# ---- video_pattern_gen ----
Figure 1. Metal layers overlaid (video_pattern_gen).
Drawn at 3 px/µm. Only two layers are drawn.
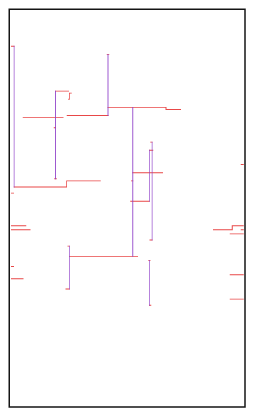

[config.mk]
export PLATFORM = sky130hd
export DESIGN_NAME = video_pattern_gen
export DESIGN_NICKNAME = d
export VERILOG_FILES = /design/src/rtl/video_pkg.sv /design/src/rtl/video_timing_cnt.sv /design/src/rtl/video_pattern_gen.sv
export SDC_FILE = /design/constraint.sdc
export NUM_CORES = 1
export LEC_CHECK = 0
export ABC_CLOCK_PERIOD_IN_PS = 6300
export CAP_MARGIN = 20
export CELL_PAD_IN_SITES_DETAIL_PLACEMENT = 1
export CELL_PAD_IN_SITES_GLOBAL_PLACEMENT = 2
export CORE_ASPECT_RATIO = 1.75
export CORE_MARGIN = 3
export CORE_UTILIZATION = 41
export DETAILED_ROUTE_END_ITERATION = 10
export GPL_TIMING_DRIVEN = 0
export PLACE_DENSITY = 0.81
export SLEW_MARGIN = 10
export SYNTH_ARGS = -nofsm -noshare
export SYNTH_HDL_FRONTEND = slang
export SYNTH_SLANG_ARGS = --single-unit
[constraint.sdc]
create_clock -name clk -period 6.3 [get_ports clk]
set_clock_uncertainty 0.2 [all_clocks]
set_input_delay 1.575 -clock clk [delete_from_list [all_inputs] [get_ports clk]]
set_output_delay 1.575 -clock clk [all_outputs]
set_load 0.01 [all_outputs]
[src/rtl/video_pkg.sv]
// Shared video timing constants and pattern encodings.
// Used by the pattern source and by downstream video filters.
package video_pkg;

  localparam int VID_H_ACTIVE = 1600;
  localparam int VID_H_FP     = 24;
  localparam int VID_H_SYNC   = 80;
  localparam int VID_H_BP     = 96;
  localparam int VID_V_ACTIVE = 900;
  localparam int VID_V_FP     = 1;
  localparam int VID_V_SYNC   = 3;
  localparam int VID_V_BP     = 96;
  localparam int VID_SOLID_Y  = 128;

  typedef enum logic [1:0] {
    PAT_SOLID = 2'd0,
    PAT_RAMP  = 2'd1,
    PAT_CHECK = 2'd2,
    PAT_BARS  = 2'd3
  } pat_e;

  typedef enum logic [1:0] {
    IDLE  = 2'd0,
    RUN   = 2'd1,
    DRAIN = 2'd2
  } state_e;

  // Bar luma is idx*32, saturating once idx passes the eighth bar.
  function automatic logic [7:0] bar_luma(input logic [3:0] idx);
    bar_luma = (idx > 4'd7) ? 8'hff : {idx[2:0], 5'b0};
  endfunction

endpackage

[src/rtl/video_timing_cnt.sv]
// Raster position counters for the pattern source.
// Holds while adv is low; wraps at the end of each line/frame.
module video_timing_cnt #(
  parameter int H_TOTAL = 1800,
  parameter int V_TOTAL = 1000,
  parameter int HW      = 11,
  parameter int VW      = 10
) (
  input  logic          clk,
  input  logic          rst_n,
  input  logic          adv,
  output logic [HW-1:0] h_cnt,
  output logic [VW-1:0] v_cnt,
  output logic          h_wrap,
  output logic          frame_end
);

  localparam logic [HW-1:0] H_LAST = HW'(H_TOTAL - 1);
  localparam logic [VW-1:0] V_LAST = VW'(V_TOTAL - 1);

  assign h_wrap    = (h_cnt == H_LAST);
  assign frame_end = h_wrap && (v_cnt == V_LAST);

  // Advance the raster position one pixel per enabled clock.
  always_ff @(posedge clk or negedge rst_n) begin
    if (!rst_n) begin
      h_cnt <= '0;
      v_cnt <= '0;
    end else if (adv) begin
      if (h_wrap) begin
        h_cnt <= '0;
        v_cnt <= frame_end ? '0 : v_cnt + 1'b1;
      end else begin
        h_cnt <= h_cnt + 1'b1;
      end
    end
  end

endmodule

[src/rtl/video_pattern_gen.sv]
// Test-pattern video source with raster timing and sync.
// Run/drain control keeps frames whole when the enable drops.
module video_pattern_gen
  import video_pkg::*;
#(
  parameter int H_ACTIVE = VID_H_ACTIVE,
  parameter int H_FP     = VID_H_FP,
  parameter int H_SYNC   = VID_H_SYNC,
  parameter int H_BP     = VID_H_BP,
  parameter int V_ACTIVE = VID_V_ACTIVE,
  parameter int V_FP     = VID_V_FP,
  parameter int V_SYNC   = VID_V_SYNC,
  parameter int V_BP     = VID_V_BP,
  parameter int SOLID_Y  = VID_SOLID_Y
) (
  input  logic       clk,
  input  logic       rst,
  input  logic       en_i,
  input  logic [1:0] pat_sel_i,
  output logic [7:0] y_o,
  output logic       dv_o,
  output logic       hs_o,
  output logic       vs_o,
  output logic       busy_o,
  output logic [7:0] frame_cnt_o
);

  localparam int H_TOTAL = H_ACTIVE + H_FP + H_SYNC + H_BP;
  localparam int V_TOTAL = V_ACTIVE + V_FP + V_SYNC + V_BP;
  localparam int HW      = $clog2(H_TOTAL);
  localparam int VW      = $clog2(V_TOTAL);

  localparam logic [15:0] H_ACT    = 16'(H_ACTIVE);
  localparam logic [15:0] V_ACT    = 16'(V_ACTIVE);
  localparam logic [15:0] HS_BEG   = 16'(H_ACTIVE + H_FP);
  localparam logic [15:0] HS_END   = 16'(H_ACTIVE + H_FP + H_SYNC);
  localparam logic [15:0] VS_BEG   = 16'(V_ACTIVE + V_FP);
  localparam logic [15:0] VS_END   = 16'(V_ACTIVE + V_FP + V_SYNC);
  localparam logic [15:0] BAR_LAST = 16'(H_ACTIVE / 8 - 1);

  logic [1:0]    rst_q;
  logic          rst_n;
  state_e        state;
  logic          active;
  logic [HW-1:0] h_cnt;
  logic [VW-1:0] v_cnt;
  logic          h_wrap;
  logic          frame_end;
  logic [15:0]   h_ext;
  logic [15:0]   v_ext;
  logic          first_px;
  pat_e          pat_q;
  pat_e          pat_now;
  logic [15:0]   bar_px;
  logic [3:0]    bar_idx;
  logic          dv_n;
  logic          hs_n;
  logic          vs_n;
  logic [7:0]    y_pat;
  logic [7:0]    y_n;

  // Assert reset at once, release it two clocks later.
  always_ff @(posedge clk or negedge rst) begin
    if (!rst) rst_q <= '0;
    else      rst_q <= {rst_q[0], 1'b1};
  end

  assign rst_n  = rst_q[1];
  assign active = (state != IDLE);

  video_timing_cnt #(
    .H_TOTAL (H_TOTAL),
    .V_TOTAL (V_TOTAL),
    .HW      (HW),
    .VW      (VW)
  ) u_cnt (
    .clk       (clk),
    .rst_n     (rst_n),
    .adv       (active),
    .h_cnt     (h_cnt),
    .v_cnt     (v_cnt),
    .h_wrap    (h_wrap),
    .frame_end (frame_end)
  );

  assign h_ext    = 16'(h_cnt);
  assign v_ext    = 16'(v_cnt);
  assign first_px = (h_cnt == '0) && (v_cnt == '0);

  // Run control, busy flag and completed-frame count.
  always_ff @(posedge clk or negedge rst_n) begin
    if (!rst_n) begin
      state       <= IDLE;
      busy_o      <= 1'b0;
      frame_cnt_o <= '0;
    end else begin
      if (active && frame_end) frame_cnt_o <= frame_cnt_o + 8'd1;
      unique case (state)
        IDLE: begin
          if (en_i) begin
            state  <= RUN;
            busy_o <= 1'b1;
          end
        end
        RUN: begin
          if (!en_i) begin
            state  <= frame_end ? IDLE : DRAIN;
            busy_o <= !frame_end;
          end
        end
        DRAIN: begin
          if (en_i) begin
            state <= RUN;
          end else if (frame_end) begin
            state  <= IDLE;
            busy_o <= 1'b0;
          end
        end
        default: begin
          state  <= IDLE;
          busy_o <= 1'b0;
        end
      endcase
    end
  end

  // Latch the pattern select only at the top-left pixel.
  always_ff @(posedge clk or negedge rst_n) begin
    if (!rst_n)                pat_q <= PAT_SOLID;
    else if (active && first_px) pat_q <= pat_e'(pat_sel_i);
  end

  // Bar index: steps every eighth of the active line, cleared per line.
  always_ff @(posedge clk or negedge rst_n) begin
    if (!rst_n) begin
      bar_px  <= '0;
      bar_idx <= '0;
    end else if (!active || h_wrap) begin
      bar_px  <= '0;
      bar_idx <= '0;
    end else if (h_ext < H_ACT) begin
      if (bar_px == BAR_LAST) begin
        bar_px  <= '0;
        bar_idx <= (bar_idx == 4'hf) ? bar_idx : bar_idx + 4'd1;
      end else begin
        bar_px <= bar_px + 16'd1;
      end
    end
  end

  // Pixel and sync values for the current raster position.
  always_comb begin
    pat_now = first_px ? pat_e'(pat_sel_i) : pat_q;
    dv_n    = active && (h_ext < H_ACT) && (v_ext < V_ACT);
    hs_n    = active && (h_ext >= HS_BEG) && (h_ext < HS_END);
    vs_n    = active && (v_ext >= VS_BEG) && (v_ext < VS_END);
    y_pat   = '0;
    unique case (pat_now)
      PAT_SOLID: y_pat = 8'(SOLID_Y);
      PAT_RAMP:  y_pat = h_ext[10:3] + frame_cnt_o;
      PAT_CHECK: y_pat = (h_ext[5] ^ v_ext[5]) ? 8'hff : 8'h00;
      PAT_BARS:  y_pat = bar_luma(bar_idx);
      default:   y_pat = '0;
    endcase
    y_n = dv_n ? y_pat : 8'h00;
  end

  // Register the video outputs together, one clock behind the counters.
  always_ff @(posedge clk or negedge rst_n) begin
    if (!rst_n) begin
      y_o  <= '0;
      dv_o <= 1'b0;
      hs_o <= 1'b0;
      vs_o <= 1'b0;
    end else begin
      y_o  <= y_n;
      dv_o <= dv_n;
      hs_o <= hs_n;
      vs_o <= vs_n;
    end
  end

endmodule

# ---- pipe_spawn_scheduler ----
File: src/rtl/pipe_spawn_scheduler.sv
// pipe_spawn_scheduler
// Paces pipe spawns off the frame tick, steps the 4-bit random pattern source
// once per draw, rejects gap rows that cannot be rendered (with a bounded number
// of redraws and a fixed fallback row), and offers each accepted gap row to the
// pipe renderer over a valid/ready handshake.
module pipe_spawn_scheduler #(
    parameter int SPAWN_PERIOD = 12,
    parameter int MAX_GAP      = 11,
    parameter int MAX_RETRY    = 3,
    parameter int FALLBACK_GAP = 6
) (
    input  logic       Clock,
    input  logic       Reset,
    input  logic       run,
    input  logic       tick,
    input  logic [3:0] rand_value,
    output logic       rand_step,
    output logic       spawn_valid,
    output logic [3:0] spawn_gap,
    input  logic       spawn_ready,
    output logic [7:0] spawn_count,
    output logic       busy
);

    // A period of one tick still needs a 1-bit counter so the compare is legal.
    localparam int TICK_W = (SPAWN_PERIOD > 1) ? $clog2(SPAWN_PERIOD) : 1;
    localparam int ATT_W  = $clog2(MAX_RETRY + 1);

    localparam logic [TICK_W-1:0] TICK_LAST    = TICK_W'(SPAWN_PERIOD - 1);
    localparam logic [ATT_W-1:0]  ATT_MAX      = ATT_W'(MAX_RETRY);
    localparam logic [3:0]        GAP_MAX      = 4'(MAX_GAP);
    localparam logic [3:0]        GAP_FALLBACK = 4'(FALLBACK_GAP);

    typedef enum logic [2:0] {
        IDLE  = 3'd0,
        COUNT = 3'd1,
        DRAW  = 3'd2,
        CHECK = 3'd3,
        OFFER = 3'd4
    } state_t;

    state_t              state;
    state_t              state_nxt;
    logic [TICK_W-1:0]   tick_cnt;
    logic [TICK_W-1:0]   tick_cnt_nxt;
    logic [ATT_W-1:0]    attempts;
    logic [ATT_W-1:0]    attempts_nxt;
    logic [3:0]          gap_reg;
    logic [3:0]          gap_reg_nxt;
    logic [7:0]          count_reg;
    logic [7:0]          count_reg_nxt;

    // Accepted-pipe counter sticks at its ceiling instead of wrapping.
    function automatic logic [7:0] sat_inc8(input logic [7:0] v);
        return (v == 8'hFF) ? v : v + 8'd1;
    endfunction

    // Draws above the largest renderable row are rejected (unsigned 4-bit compare).
    function automatic logic gap_in_range(input logic [3:0] v);
        return v <= GAP_MAX;
    endfunction

    // Next-state and register updates; run low anywhere outside IDLE aborts to IDLE.
    always_comb begin
        state_nxt     = state;
        tick_cnt_nxt  = tick_cnt;
        attempts_nxt  = attempts;
        gap_reg_nxt   = gap_reg;
        count_reg_nxt = count_reg;
        case (state)
            IDLE: begin
                if (run) begin
                    state_nxt     = COUNT;
                    tick_cnt_nxt  = '0;
                    count_reg_nxt = '0;
                end
            end
            COUNT: begin
                if (!run) begin
                    state_nxt = IDLE;
                end else if (tick) begin
                    if (tick_cnt == TICK_LAST) begin
                        state_nxt    = DRAW;
                        tick_cnt_nxt = '0;
                        attempts_nxt = '0;
                    end else begin
                        tick_cnt_nxt = tick_cnt + 1'b1;
                    end
                end
            end
            DRAW: begin
                attempts_nxt = attempts + 1'b1;
                state_nxt    = run ? CHECK : IDLE;
            end
            CHECK: begin
                if (!run) begin
                    state_nxt = IDLE;
                end else if (gap_in_range(rand_value)) begin
                    gap_reg_nxt = rand_value;
                    state_nxt   = OFFER;
                end else if (attempts < ATT_MAX) begin
                    state_nxt = DRAW;
                end else begin
                    gap_reg_nxt = GAP_FALLBACK;
                    state_nxt   = OFFER;
                end
            end
            OFFER: begin
                // A handshake in the cycle run falls still counts the pipe.
                if (spawn_ready) begin
                    count_reg_nxt = sat_inc8(count_reg);
                    tick_cnt_nxt  = '0;
                    state_nxt     = run ? COUNT : IDLE;
                end else if (!run) begin
                    state_nxt = IDLE;
                end
            end
            default: begin
                state_nxt = IDLE;
            end
        endcase
    end

    // State register; outputs are registered decodes of the state being entered.
    always_ff @(posedge Clock) begin
        if (Reset) begin
            state       <= IDLE;
            tick_cnt    <= '0;
            attempts    <= '0;
            gap_reg     <= '0;
            count_reg   <= '0;
            rand_step   <= 1'b0;
            spawn_valid <= 1'b0;
            busy        <= 1'b0;
        end else begin
            state       <= state_nxt;
            tick_cnt    <= tick_cnt_nxt;
            attempts    <= attempts_nxt;
            gap_reg     <= gap_reg_nxt;
            count_reg   <= count_reg_nxt;
            rand_step   <= (state_nxt == DRAW);
            spawn_valid <= (state_nxt == OFFER);
            busy        <= (state_nxt != IDLE);
        end
    end

    assign spawn_gap   = gap_reg;
    assign spawn_count = count_reg;

endmodule

File: config.mk
export PLATFORM = sky130hd
export DESIGN_NAME = pipe_spawn_scheduler
export DESIGN_NICKNAME = d
export VERILOG_FILES = /design/src/rtl/pipe_spawn_scheduler.sv
export SDC_FILE = /design/constraint.sdc
export NUM_CORES = 1
export LEC_CHECK = 0
export ABC_AREA = 0
export CAP_MARGIN = 20
export CELL_PAD_IN_SITES_DETAIL_PLACEMENT = 0
export CELL_PAD_IN_SITES_GLOBAL_PLACEMENT = 1
export CORE_MARGIN = 1.5
export CORE_UTILIZATION = 35
export CTS_BUF_LIST = sky130_fd_sc_hd__clkbuf_2
export DETAILED_ROUTE_END_ITERATION = 8
export GPL_ROUTABILITY_DRIVEN = 1
export GPL_TIMING_DRIVEN = 0
export MAX_ROUTING_LAYER = met4
export PLACE_DENSITY = 0.79
export SLEW_MARGIN = 10
export SYNTH_ARGS = -nofsm -noshare
export SYNTH_HDL_FRONTEND = slang
export SYNTH_SLANG_ARGS = --single-unit
File: constraint.sdc
create_clock -name Clock -period 1.4 [get_ports Clock]
set_input_delay 0.28 -clock Clock [delete_from_list [all_inputs] [get_ports Clock]]
set_output_delay 0.28 -clock Clock [all_outputs]
set_load 0.03 [all_outputs]
# ---- tt_sweep_ctrl_flat ----
File: config.mk
export PLATFORM = sky130hd
export DESIGN_NAME = tt_sweep_ctrl_flat
export DESIGN_NICKNAME = d
export VERILOG_FILES = /design/src/rtl/tt_sweep_ctrl_if.sv /design/src/rtl/tt_sweep_ctrl.sv /design/src/flat_wrapper.sv
export SDC_FILE = /design/constraint.sdc
export NUM_CORES = 1
export LEC_CHECK = 0
export ABC_AREA = 0
export CELL_PAD_IN_SITES_DETAIL_PLACEMENT = 1
export CELL_PAD_IN_SITES_GLOBAL_PLACEMENT = 2
export CORE_MARGIN = 8
export CORE_UTILIZATION = 30
export DETAILED_ROUTE_END_ITERATION = 12
export PLACE_DENSITY_LB_ADDON = 0.1
export SLEW_MARGIN = 20
export SYNTH_ARGS = -nofsm -noshare
export SYNTH_HDL_FRONTEND = slang
export SYNTH_SLANG_ARGS = --single-unit
File: constraint.sdc
create_clock -name clk -period 2 [get_ports clk]
set_input_delay 0.3 -clock clk [delete_from_list [all_inputs] [get_ports clk]]
set_output_delay 0.3 -clock clk [all_outputs]
set_load 0.05 [all_outputs]
File: src/rtl/tt_sweep_ctrl_if.sv
// Control/status and circuit-facing signals of the truth-table sweeper.
// The step strobe exists only when TT_SINGLE_STEP_EN is defined.
interface tt_sweep_ctrl_if #(
  parameter int N_IN = 3
);
  localparam int NV = 1 << N_IN;

  logic            start;
  logic            abort;
`ifdef TT_SINGLE_STEP_EN
  logic            step;
`endif
  logic            z;
  logic [N_IN-1:0] vec;
  logic            busy;
  logic            done;
  logic [NV-1:0]   tt;
  logic            pass;
  logic [N_IN-1:0] fail_idx;
  logic            fail_valid;

`ifdef TT_SINGLE_STEP_EN
  modport slave (
    input  start, abort, step, z,
    output vec, busy, done, tt,
    output pass, fail_idx, fail_valid
  );
  modport master (
    output start, abort, step, z,
    input  vec, busy, done, tt,
    input  pass, fail_idx, fail_valid
  );
`else
  modport slave (
    input  start, abort, z,
    output vec, busy, done, tt,
    output pass, fail_idx, fail_valid
  );
  modport master (
    output start, abort, z,
    input  vec, busy, done, tt,
    input  pass, fail_idx, fail_valid
  );
`endif
endinterface

File: src/rtl/tt_sweep_ctrl.sv
// Exhaustive input sweeper capturing z into a truth table vs GOLDEN.
// Define TT_SINGLE_STEP_EN to add step-gated vector advance (HOLD).
module tt_sweep_ctrl #(
  parameter int N_IN = 3,
  parameter int SETTLE = 2,
  parameter logic [(1<<N_IN)-1:0] GOLDEN = 8'hE8
) (
  input logic            clk,
  input logic            rst_n,
  tt_sweep_ctrl_if.slave bus
);
  localparam int NV = 1 << N_IN;
  localparam logic [N_IN-1:0] LAST = N_IN'(NV - 1);
  localparam logic [3:0] CMAX = 4'(SETTLE - 1);

  typedef enum logic [2:0] {
    S_IDLE,
    S_SETTLE,
    S_SAMPLE,
    S_DONE
`ifdef TT_SINGLE_STEP_EN
    , S_HOLD
`endif
  } state_t;

  state_t          r_state;
  state_t          w_next;
  logic [3:0]      r_cnt;
  logic [N_IN-1:0] r_vec;
  logic [N_IN-1:0] r_fidx;
  logic [NV-1:0]   r_tt;
  logic            r_pass;
  logic            r_fval;

  logic w_init;
  logic w_inc;
  logic w_smp;
  logic w_adv;
  logic w_abt;
  logic w_fin;
  logic w_mis;
  logic w_last;

  assign w_mis  = bus.z != GOLDEN[r_vec];
  assign w_last = r_vec == LAST;

  always_ff @(posedge clk or negedge rst_n) begin
    if (!rst_n) r_state <= S_IDLE;
    else        r_state <= w_next;
  end

  always_comb begin
    w_next = r_state;
    w_init = 1'b0;
    w_inc  = 1'b0;
    w_smp  = 1'b0;
    w_adv  = 1'b0;
    w_abt  = 1'b0;
    w_fin  = 1'b0;
    if (r_state != S_IDLE && bus.abort) begin
      w_next = S_IDLE;
      w_abt  = 1'b1;
    end else begin
      case (r_state)
        S_IDLE: begin
          if (bus.start && !bus.abort) begin
            w_next = S_SETTLE;
            w_init = 1'b1;
          end
        end
        S_SETTLE: begin
          w_inc = 1'b1;
          if (r_cnt == CMAX) w_next = S_SAMPLE;
        end
        S_SAMPLE: begin
          w_smp = 1'b1;
          if (w_last) begin
            w_next = S_DONE;
          end else begin
`ifdef TT_SINGLE_STEP_EN
            w_next = S_HOLD;
`else
            w_next = S_SETTLE;
            w_adv  = 1'b1;
`endif
          end
        end
`ifdef TT_SINGLE_STEP_EN
        S_HOLD: begin
          if (bus.step) begin
            w_next = S_SETTLE;
            w_adv  = 1'b1;
          end
        end
`endif
        S_DONE: begin
          w_next = S_IDLE;
          w_fin  = 1'b1;
        end
        default: w_next = S_IDLE;
      endcase
    end
  end

  always_ff @(posedge clk or negedge rst_n) begin
    if (!rst_n) begin
      r_cnt  <= '0;
      r_vec  <= '0;
      r_tt   <= '0;
      r_pass <= 1'b0;
      r_fval <= 1'b0;
      r_fidx <= '0;
    end else begin
      if (w_init) begin
        r_cnt  <= '0;
        r_vec  <= '0;
        r_tt   <= '0;
        r_pass <= 1'b0;
        r_fval <= 1'b0;
        r_fidx <= '0;
      end
      // abort keeps the partial table and first-fail record
      if (w_abt) begin
        r_cnt  <= '0;
        r_vec  <= '0;
        r_pass <= 1'b0;
      end
      if (w_fin) r_vec <= '0;
      if (w_inc) r_cnt <= r_cnt + 4'd1;
      if (w_adv) begin
        r_vec <= r_vec + 1'b1;
        r_cnt <= '0;
      end
      if (w_smp) begin
        r_tt[r_vec] <= bus.z;
        if (w_mis && !r_fval) begin
          r_fidx <= r_vec;
          r_fval <= 1'b1;
        end
        if (w_last) r_pass <= !(r_fval || w_mis);
      end
    end
  end

  assign bus.vec        = r_vec;
  assign bus.busy       = (r_state != S_IDLE) && (r_state != S_DONE);
  assign bus.done       = r_state == S_DONE;
  assign bus.tt         = r_tt;
  assign bus.pass       = r_pass;
  assign bus.fail_idx   = r_fidx;
  assign bus.fail_valid = r_fval;
endmodule

File: src/flat_wrapper.sv
// flat-port wrapper written by rule: the top's interface ports become plain ports
module tt_sweep_ctrl_flat 
#(
  parameter int N_IN = 3,
  parameter int SETTLE = 2,
  parameter logic [(1<<N_IN)-1:0] GOLDEN = 8'hE8
)
  (clk, rst_n, bus_start, bus_abort, bus_z, bus_vec, bus_busy, bus_done, bus_tt, bus_pass, bus_fail_idx, bus_fail_valid);
  tt_sweep_ctrl_if #(.N_IN(N_IN)) bus_i ();
  input logic clk;
  input logic rst_n;
  input wire logic [$bits(bus_i.start)-1:0] bus_start;
  input wire logic [$bits(bus_i.abort)-1:0] bus_abort;
  input wire logic [$bits(bus_i.z)-1:0] bus_z;
  output wire logic [$bits(bus_i.vec)-1:0] bus_vec;
  output wire logic [$bits(bus_i.busy)-1:0] bus_busy;
  output wire logic [$bits(bus_i.done)-1:0] bus_done;
  output wire logic [$bits(bus_i.tt)-1:0] bus_tt;
  output wire logic [$bits(bus_i.pass)-1:0] bus_pass;
  output wire logic [$bits(bus_i.fail_idx)-1:0] bus_fail_idx;
  output wire logic [$bits(bus_i.fail_valid)-1:0] bus_fail_valid;
  assign bus_i.start = bus_start;
  assign bus_i.abort = bus_abort;
  assign bus_i.z = bus_z;
  assign bus_vec = bus_i.vec;
  assign bus_busy = bus_i.busy;
  assign bus_done = bus_i.done;
  assign bus_tt = bus_i.tt;
  assign bus_pass = bus_i.pass;
  assign bus_fail_idx = bus_i.fail_idx;
  assign bus_fail_valid = bus_i.fail_valid;
  tt_sweep_ctrl #(.N_IN(N_IN), .SETTLE(SETTLE), .GOLDEN(GOLDEN)) u_core (.clk(clk), .rst_n(rst_n), .bus(bus_i));
endmodule
Figure 2. Met4 routing (video_pattern_gen).
Drawn at 4 px/µm.
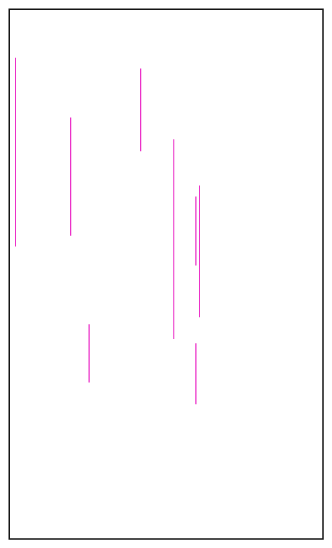
share of all routed wire: 2.5%
main direction: vertical
total number of vias: 2,966
final WL: 9075 µm

Notes on Figure 1 above:
legend:
  metal 3:
    color: red
    wire_length: 177 µm
  metal 4:
    color: purple
    wire_length: 225 µm

==> results.txt, video_pattern_gen <==
flow finished, numbers: vias in the first global route=3,248, xor/xnor share of the synthesized area=7.995%, floorplan net count=398, CP Max Fanout=8, max_cap viols=0, Synth Seq Share=45.01%, P_leak=1.928 nW, FP Util=42.41%, # DRC=0, status=completed, met3 Usage GRT=3.420%, area of placed instances=0.004143 mm², CP endpoint=frame_cnt_o[1], Ys Warns=0, Max Clock Freq=312.0 MHz, Worst path depth=1, # setup viols final=0, reg-to-reg setup timing slack=3.46 ns, Seq group=0.528 mW, P_sw=0.3692 mW, tool warnings=30, TritonRoute pass-1 iters=4, DIE AREA=0.01031 mm², Synth Area in Adders=5.912%
[video_pattern_gen: area by class of cell]
type                            instances  area, µm²  area share [%]
Multi-Input combinational cell        288       1948           43.47
Sequential cell                        67       1680           37.49
Timing Repair Buffer                   26      277.8           6.198
Clock buffer                           12      256.5           5.723
Tap cell                              117      146.4           3.266
Clock inverter                          4      72.57           1.619
Buffer                                  8      51.30           1.145
Inverter                               13      48.80           1.089
[video_pattern_gen: metrics by stage]
| step | setup WS [ns] | cells |
|---|---|---|
| after global placement | 3.003 | 517 |
| after CTS | 3.060 | 535 |
| after global routing | 3.011 | 535 |
| after floorplan | 3.670 | 376 |
| after detailed placement | 2.944 | 518 |
| final | 3.094 | 535 |
[video_pattern_gen: placed cells by master, fill, tap and decap left out, types with 13 or more instances in the layout]
| master | count |
|---|---|
| ha_1 | 16 |
| xor2_1 | 13 |
| xnor2_1 | 21 |
| nor2_1 | 22 |
| nand3_1 | 33 |
| clkdlybuf4s50_1 | 24 |
| o21ai_0 | 25 |
| a21oi_1 | 17 |
| inv_1 | 13 |
| dfrtp_1 | 66 |
| nand4_1 | 13 |
| nand2_1 | 32 |
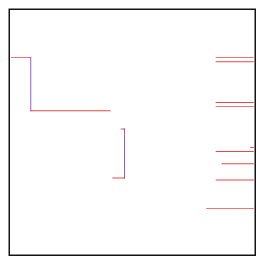
Figure 3: tt_sweep_ctrl_flat, metal layers overlaid.
Drawn at 3 px/µm. Only two layers are drawn.
legend:
  metal 4:
    color: purple
    wire_length: 34.0 µm
  metal 3:
    color: red
    wire_length: 139 µm

==> results.txt, tt_sweep_ctrl_flat <==
flow finished, numbers: Synth Seq Share=42.76%, Non-clk bufs=24, non-clock inverter count=10, ys cells=132, Setup crit start=u_core.bus.vec[0], status=completed, H-tree depth=1, Bufs on Longest Clock Path=2, ANT cells=0, Synth Area in Adders=8.746%, post-place setup slack=0.2007 ns, share of cells above drive strength 1=14.01%, Max Clock Freq=544.8 MHz, tool warnings=31, CTS tree=done
[tt_sweep_ctrl_flat: cells in the mapped netlist (2+ instances only)]
cell type / instances / share of area (%)
nand3_1: 7 / 2.7
nand3b_1: 2 / 1.2
nor2_1: 7 / 2.0
nand2b_1: 2 / 0.97
nand2_1: 28 / 8.2
o21ai_0: 2 / 0.78
buf_2: 2 / 0.78
ha_1: 9 / 8.7
dfrtp_1: 22 / 43
mux2i_1: 12 / 9.3
inv_1: 9 / 2.6
nor3_2: 4 / 3.1
mux2_2: 2 / 1.7
a21oi_1: 7 / 2.7
[tt_sweep_ctrl_flat: worst reg2reg max path, cell delays in order (launching register included)]
cell     delay, ns
dfrtp_1       0.45
inv_1         0.11
ha_1          0.35
nor2b_4       0.12
nor3_2        0.31
nand3_1       0.15
mux2i_1       0.15
[tt_sweep_ctrl_flat: metal layers]
layer	track usage (%)	routed length (µm)	up-vias
met5	0	0	-
met4	4.286	34	0
met3	2.407	138	4
met2	17.42	1541	12
met1	12.63	1397	480
li1	-	-	493
[tt_sweep_ctrl_flat: report_power, final]
part	total [mW]	switching [mW]	internal [mW]
sequential	0.620	0.0939	0.526
combinational	0.919	0.568	0.351
clock	0.420	0.153	0.267
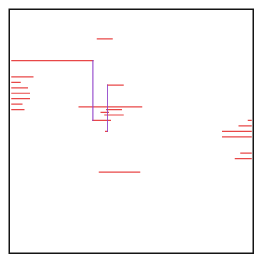
Figure 4: pipe_spawn_scheduler, metal layers overlaid.
Drawn at 4 px/µm. Only two layers are drawn.
legend:
  metal 4:
    color: purple
    wire_length: 26.5 µm
  metal 3:
    color: red
    wire_length: 118 µm
GRT Total Usage: 16.73%
total number of vias: 1,153

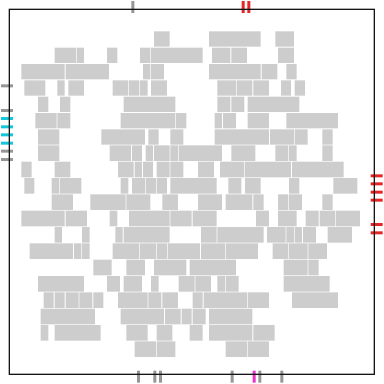
Figure 5: pipe_spawn_scheduler, pin placement.
Drawn at 6 px/µm. Pins as bars across the die edge, other pins in gray.
legend:
  spawn_count:
    color: red
    pins: 8
    direction: output
    edge: 6 right, 2 top
  spawn_valid:
    color: magenta
    pins: 1
    direction: output
    edge: bottom
  rand_value:
    color: cyan
    pins: 4
    direction: input
    edge: left

==> results.txt, pipe_spawn_scheduler <==
flow finished, numbers: CP delay by family, top=simple AND/OR/NAND/NOR gates, Seq group=0.679 mW, CP Max Fanout=3, hold worst-path end=state[1], CP endpoint kind=flip-flop, CTS tree=done, reg-to-reg setup timing slack=-0.11 ns, RR Startpoint=tick_cnt[0], status=complete, but fails checks, Largest cell class=combinational gates, failing checks=negative setup slack, pin count of the biggest net entering global routing=14, Slew @ Worst Pin=0.5994 ns, Top Layout Cells=buf_4, a21oi_1, dfxtp_1, Synth Seq Share=41.38%, flip-flops=24, # setup viols final=11, group drawing the most power=sequential cells, Post-Layout Inst Area=0.001749 mm², RR Endpoint=busy, R2R depth=5, fin worst setup slack=-0.1077 ns, Synth cell types=37, P_sw=0.2779 mW, fin crit period=1.508 ns, Ys Warns=0, P_leak=0.5934 nW, filler cell count=310, non-clock inverter count=6
-- pipe_spawn_scheduler: repair_timing --
item | CTS | global route
setup endpoints to repair | 34 | 35
buffers inserted | 8 | 3
cloned | 1 | 0
resized | 66 | 46
hold buffers | 0 | 0
pin swaps | 17 | 17
-- pipe_spawn_scheduler: cell families after synthesis --
logic type      after synthesis  synth area share, %
compound gates               35                18.10
fa+ha+maj                     3                3.233
buf+inv                      11                3.987
flops                        24                41.38
mux                           4                3.556
simple gates                 58                29.74
-- pipe_spawn_scheduler: per-stage QoR --
| step | setup slack [ns] | setup TNS, ns |
|---|---|---|
| 2_1_floorplan | -0.04573 | -0.1090 |
| 3_3_place_gp | -0.5266 | -8.821 |
| 3_5_place_dp | -0.5470 | -9.253 |
| 4_1_cts | -0.09621 | -0.6551 |
| 5_1_grt | -0.1840 | -1.484 |
| 6_report | -0.1077 | -0.5559 |
-- pipe_spawn_scheduler: layer usage --
metal / share of wire, % / global-route usage [%] / routed length [µm]
met1: 39 / 17.56 / 1143
met2: 56 / 30.57 / 1636
met3: 4.0 / 2.559 / 118
met4: 0.89 / 7.453 / 26
met5: 0 / - / 0


## Gallery

Logic cells by family.
panel A
Drawn at 4 px/µm.
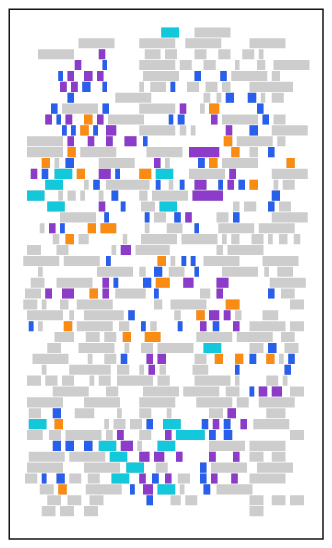
panel B
Drawn at 6 px/µm.
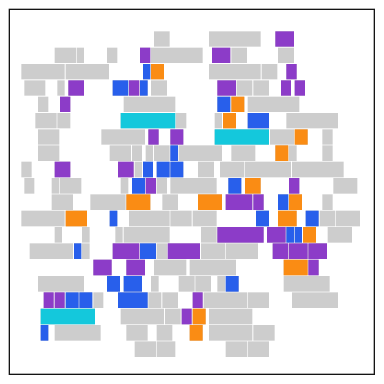
panel C
Drawn at 4 px/µm.
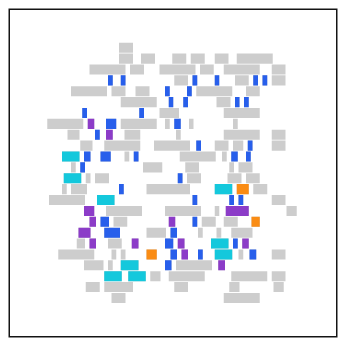
- largest die: panel A
- most cells: panel A
For video_pattern_gen, see panel A.
For tt_sweep_ctrl_flat, see panel C.
For pipe_spawn_scheduler, see panel B.

Power figures rest on the tool's default switching activity, not on a simulated workload.
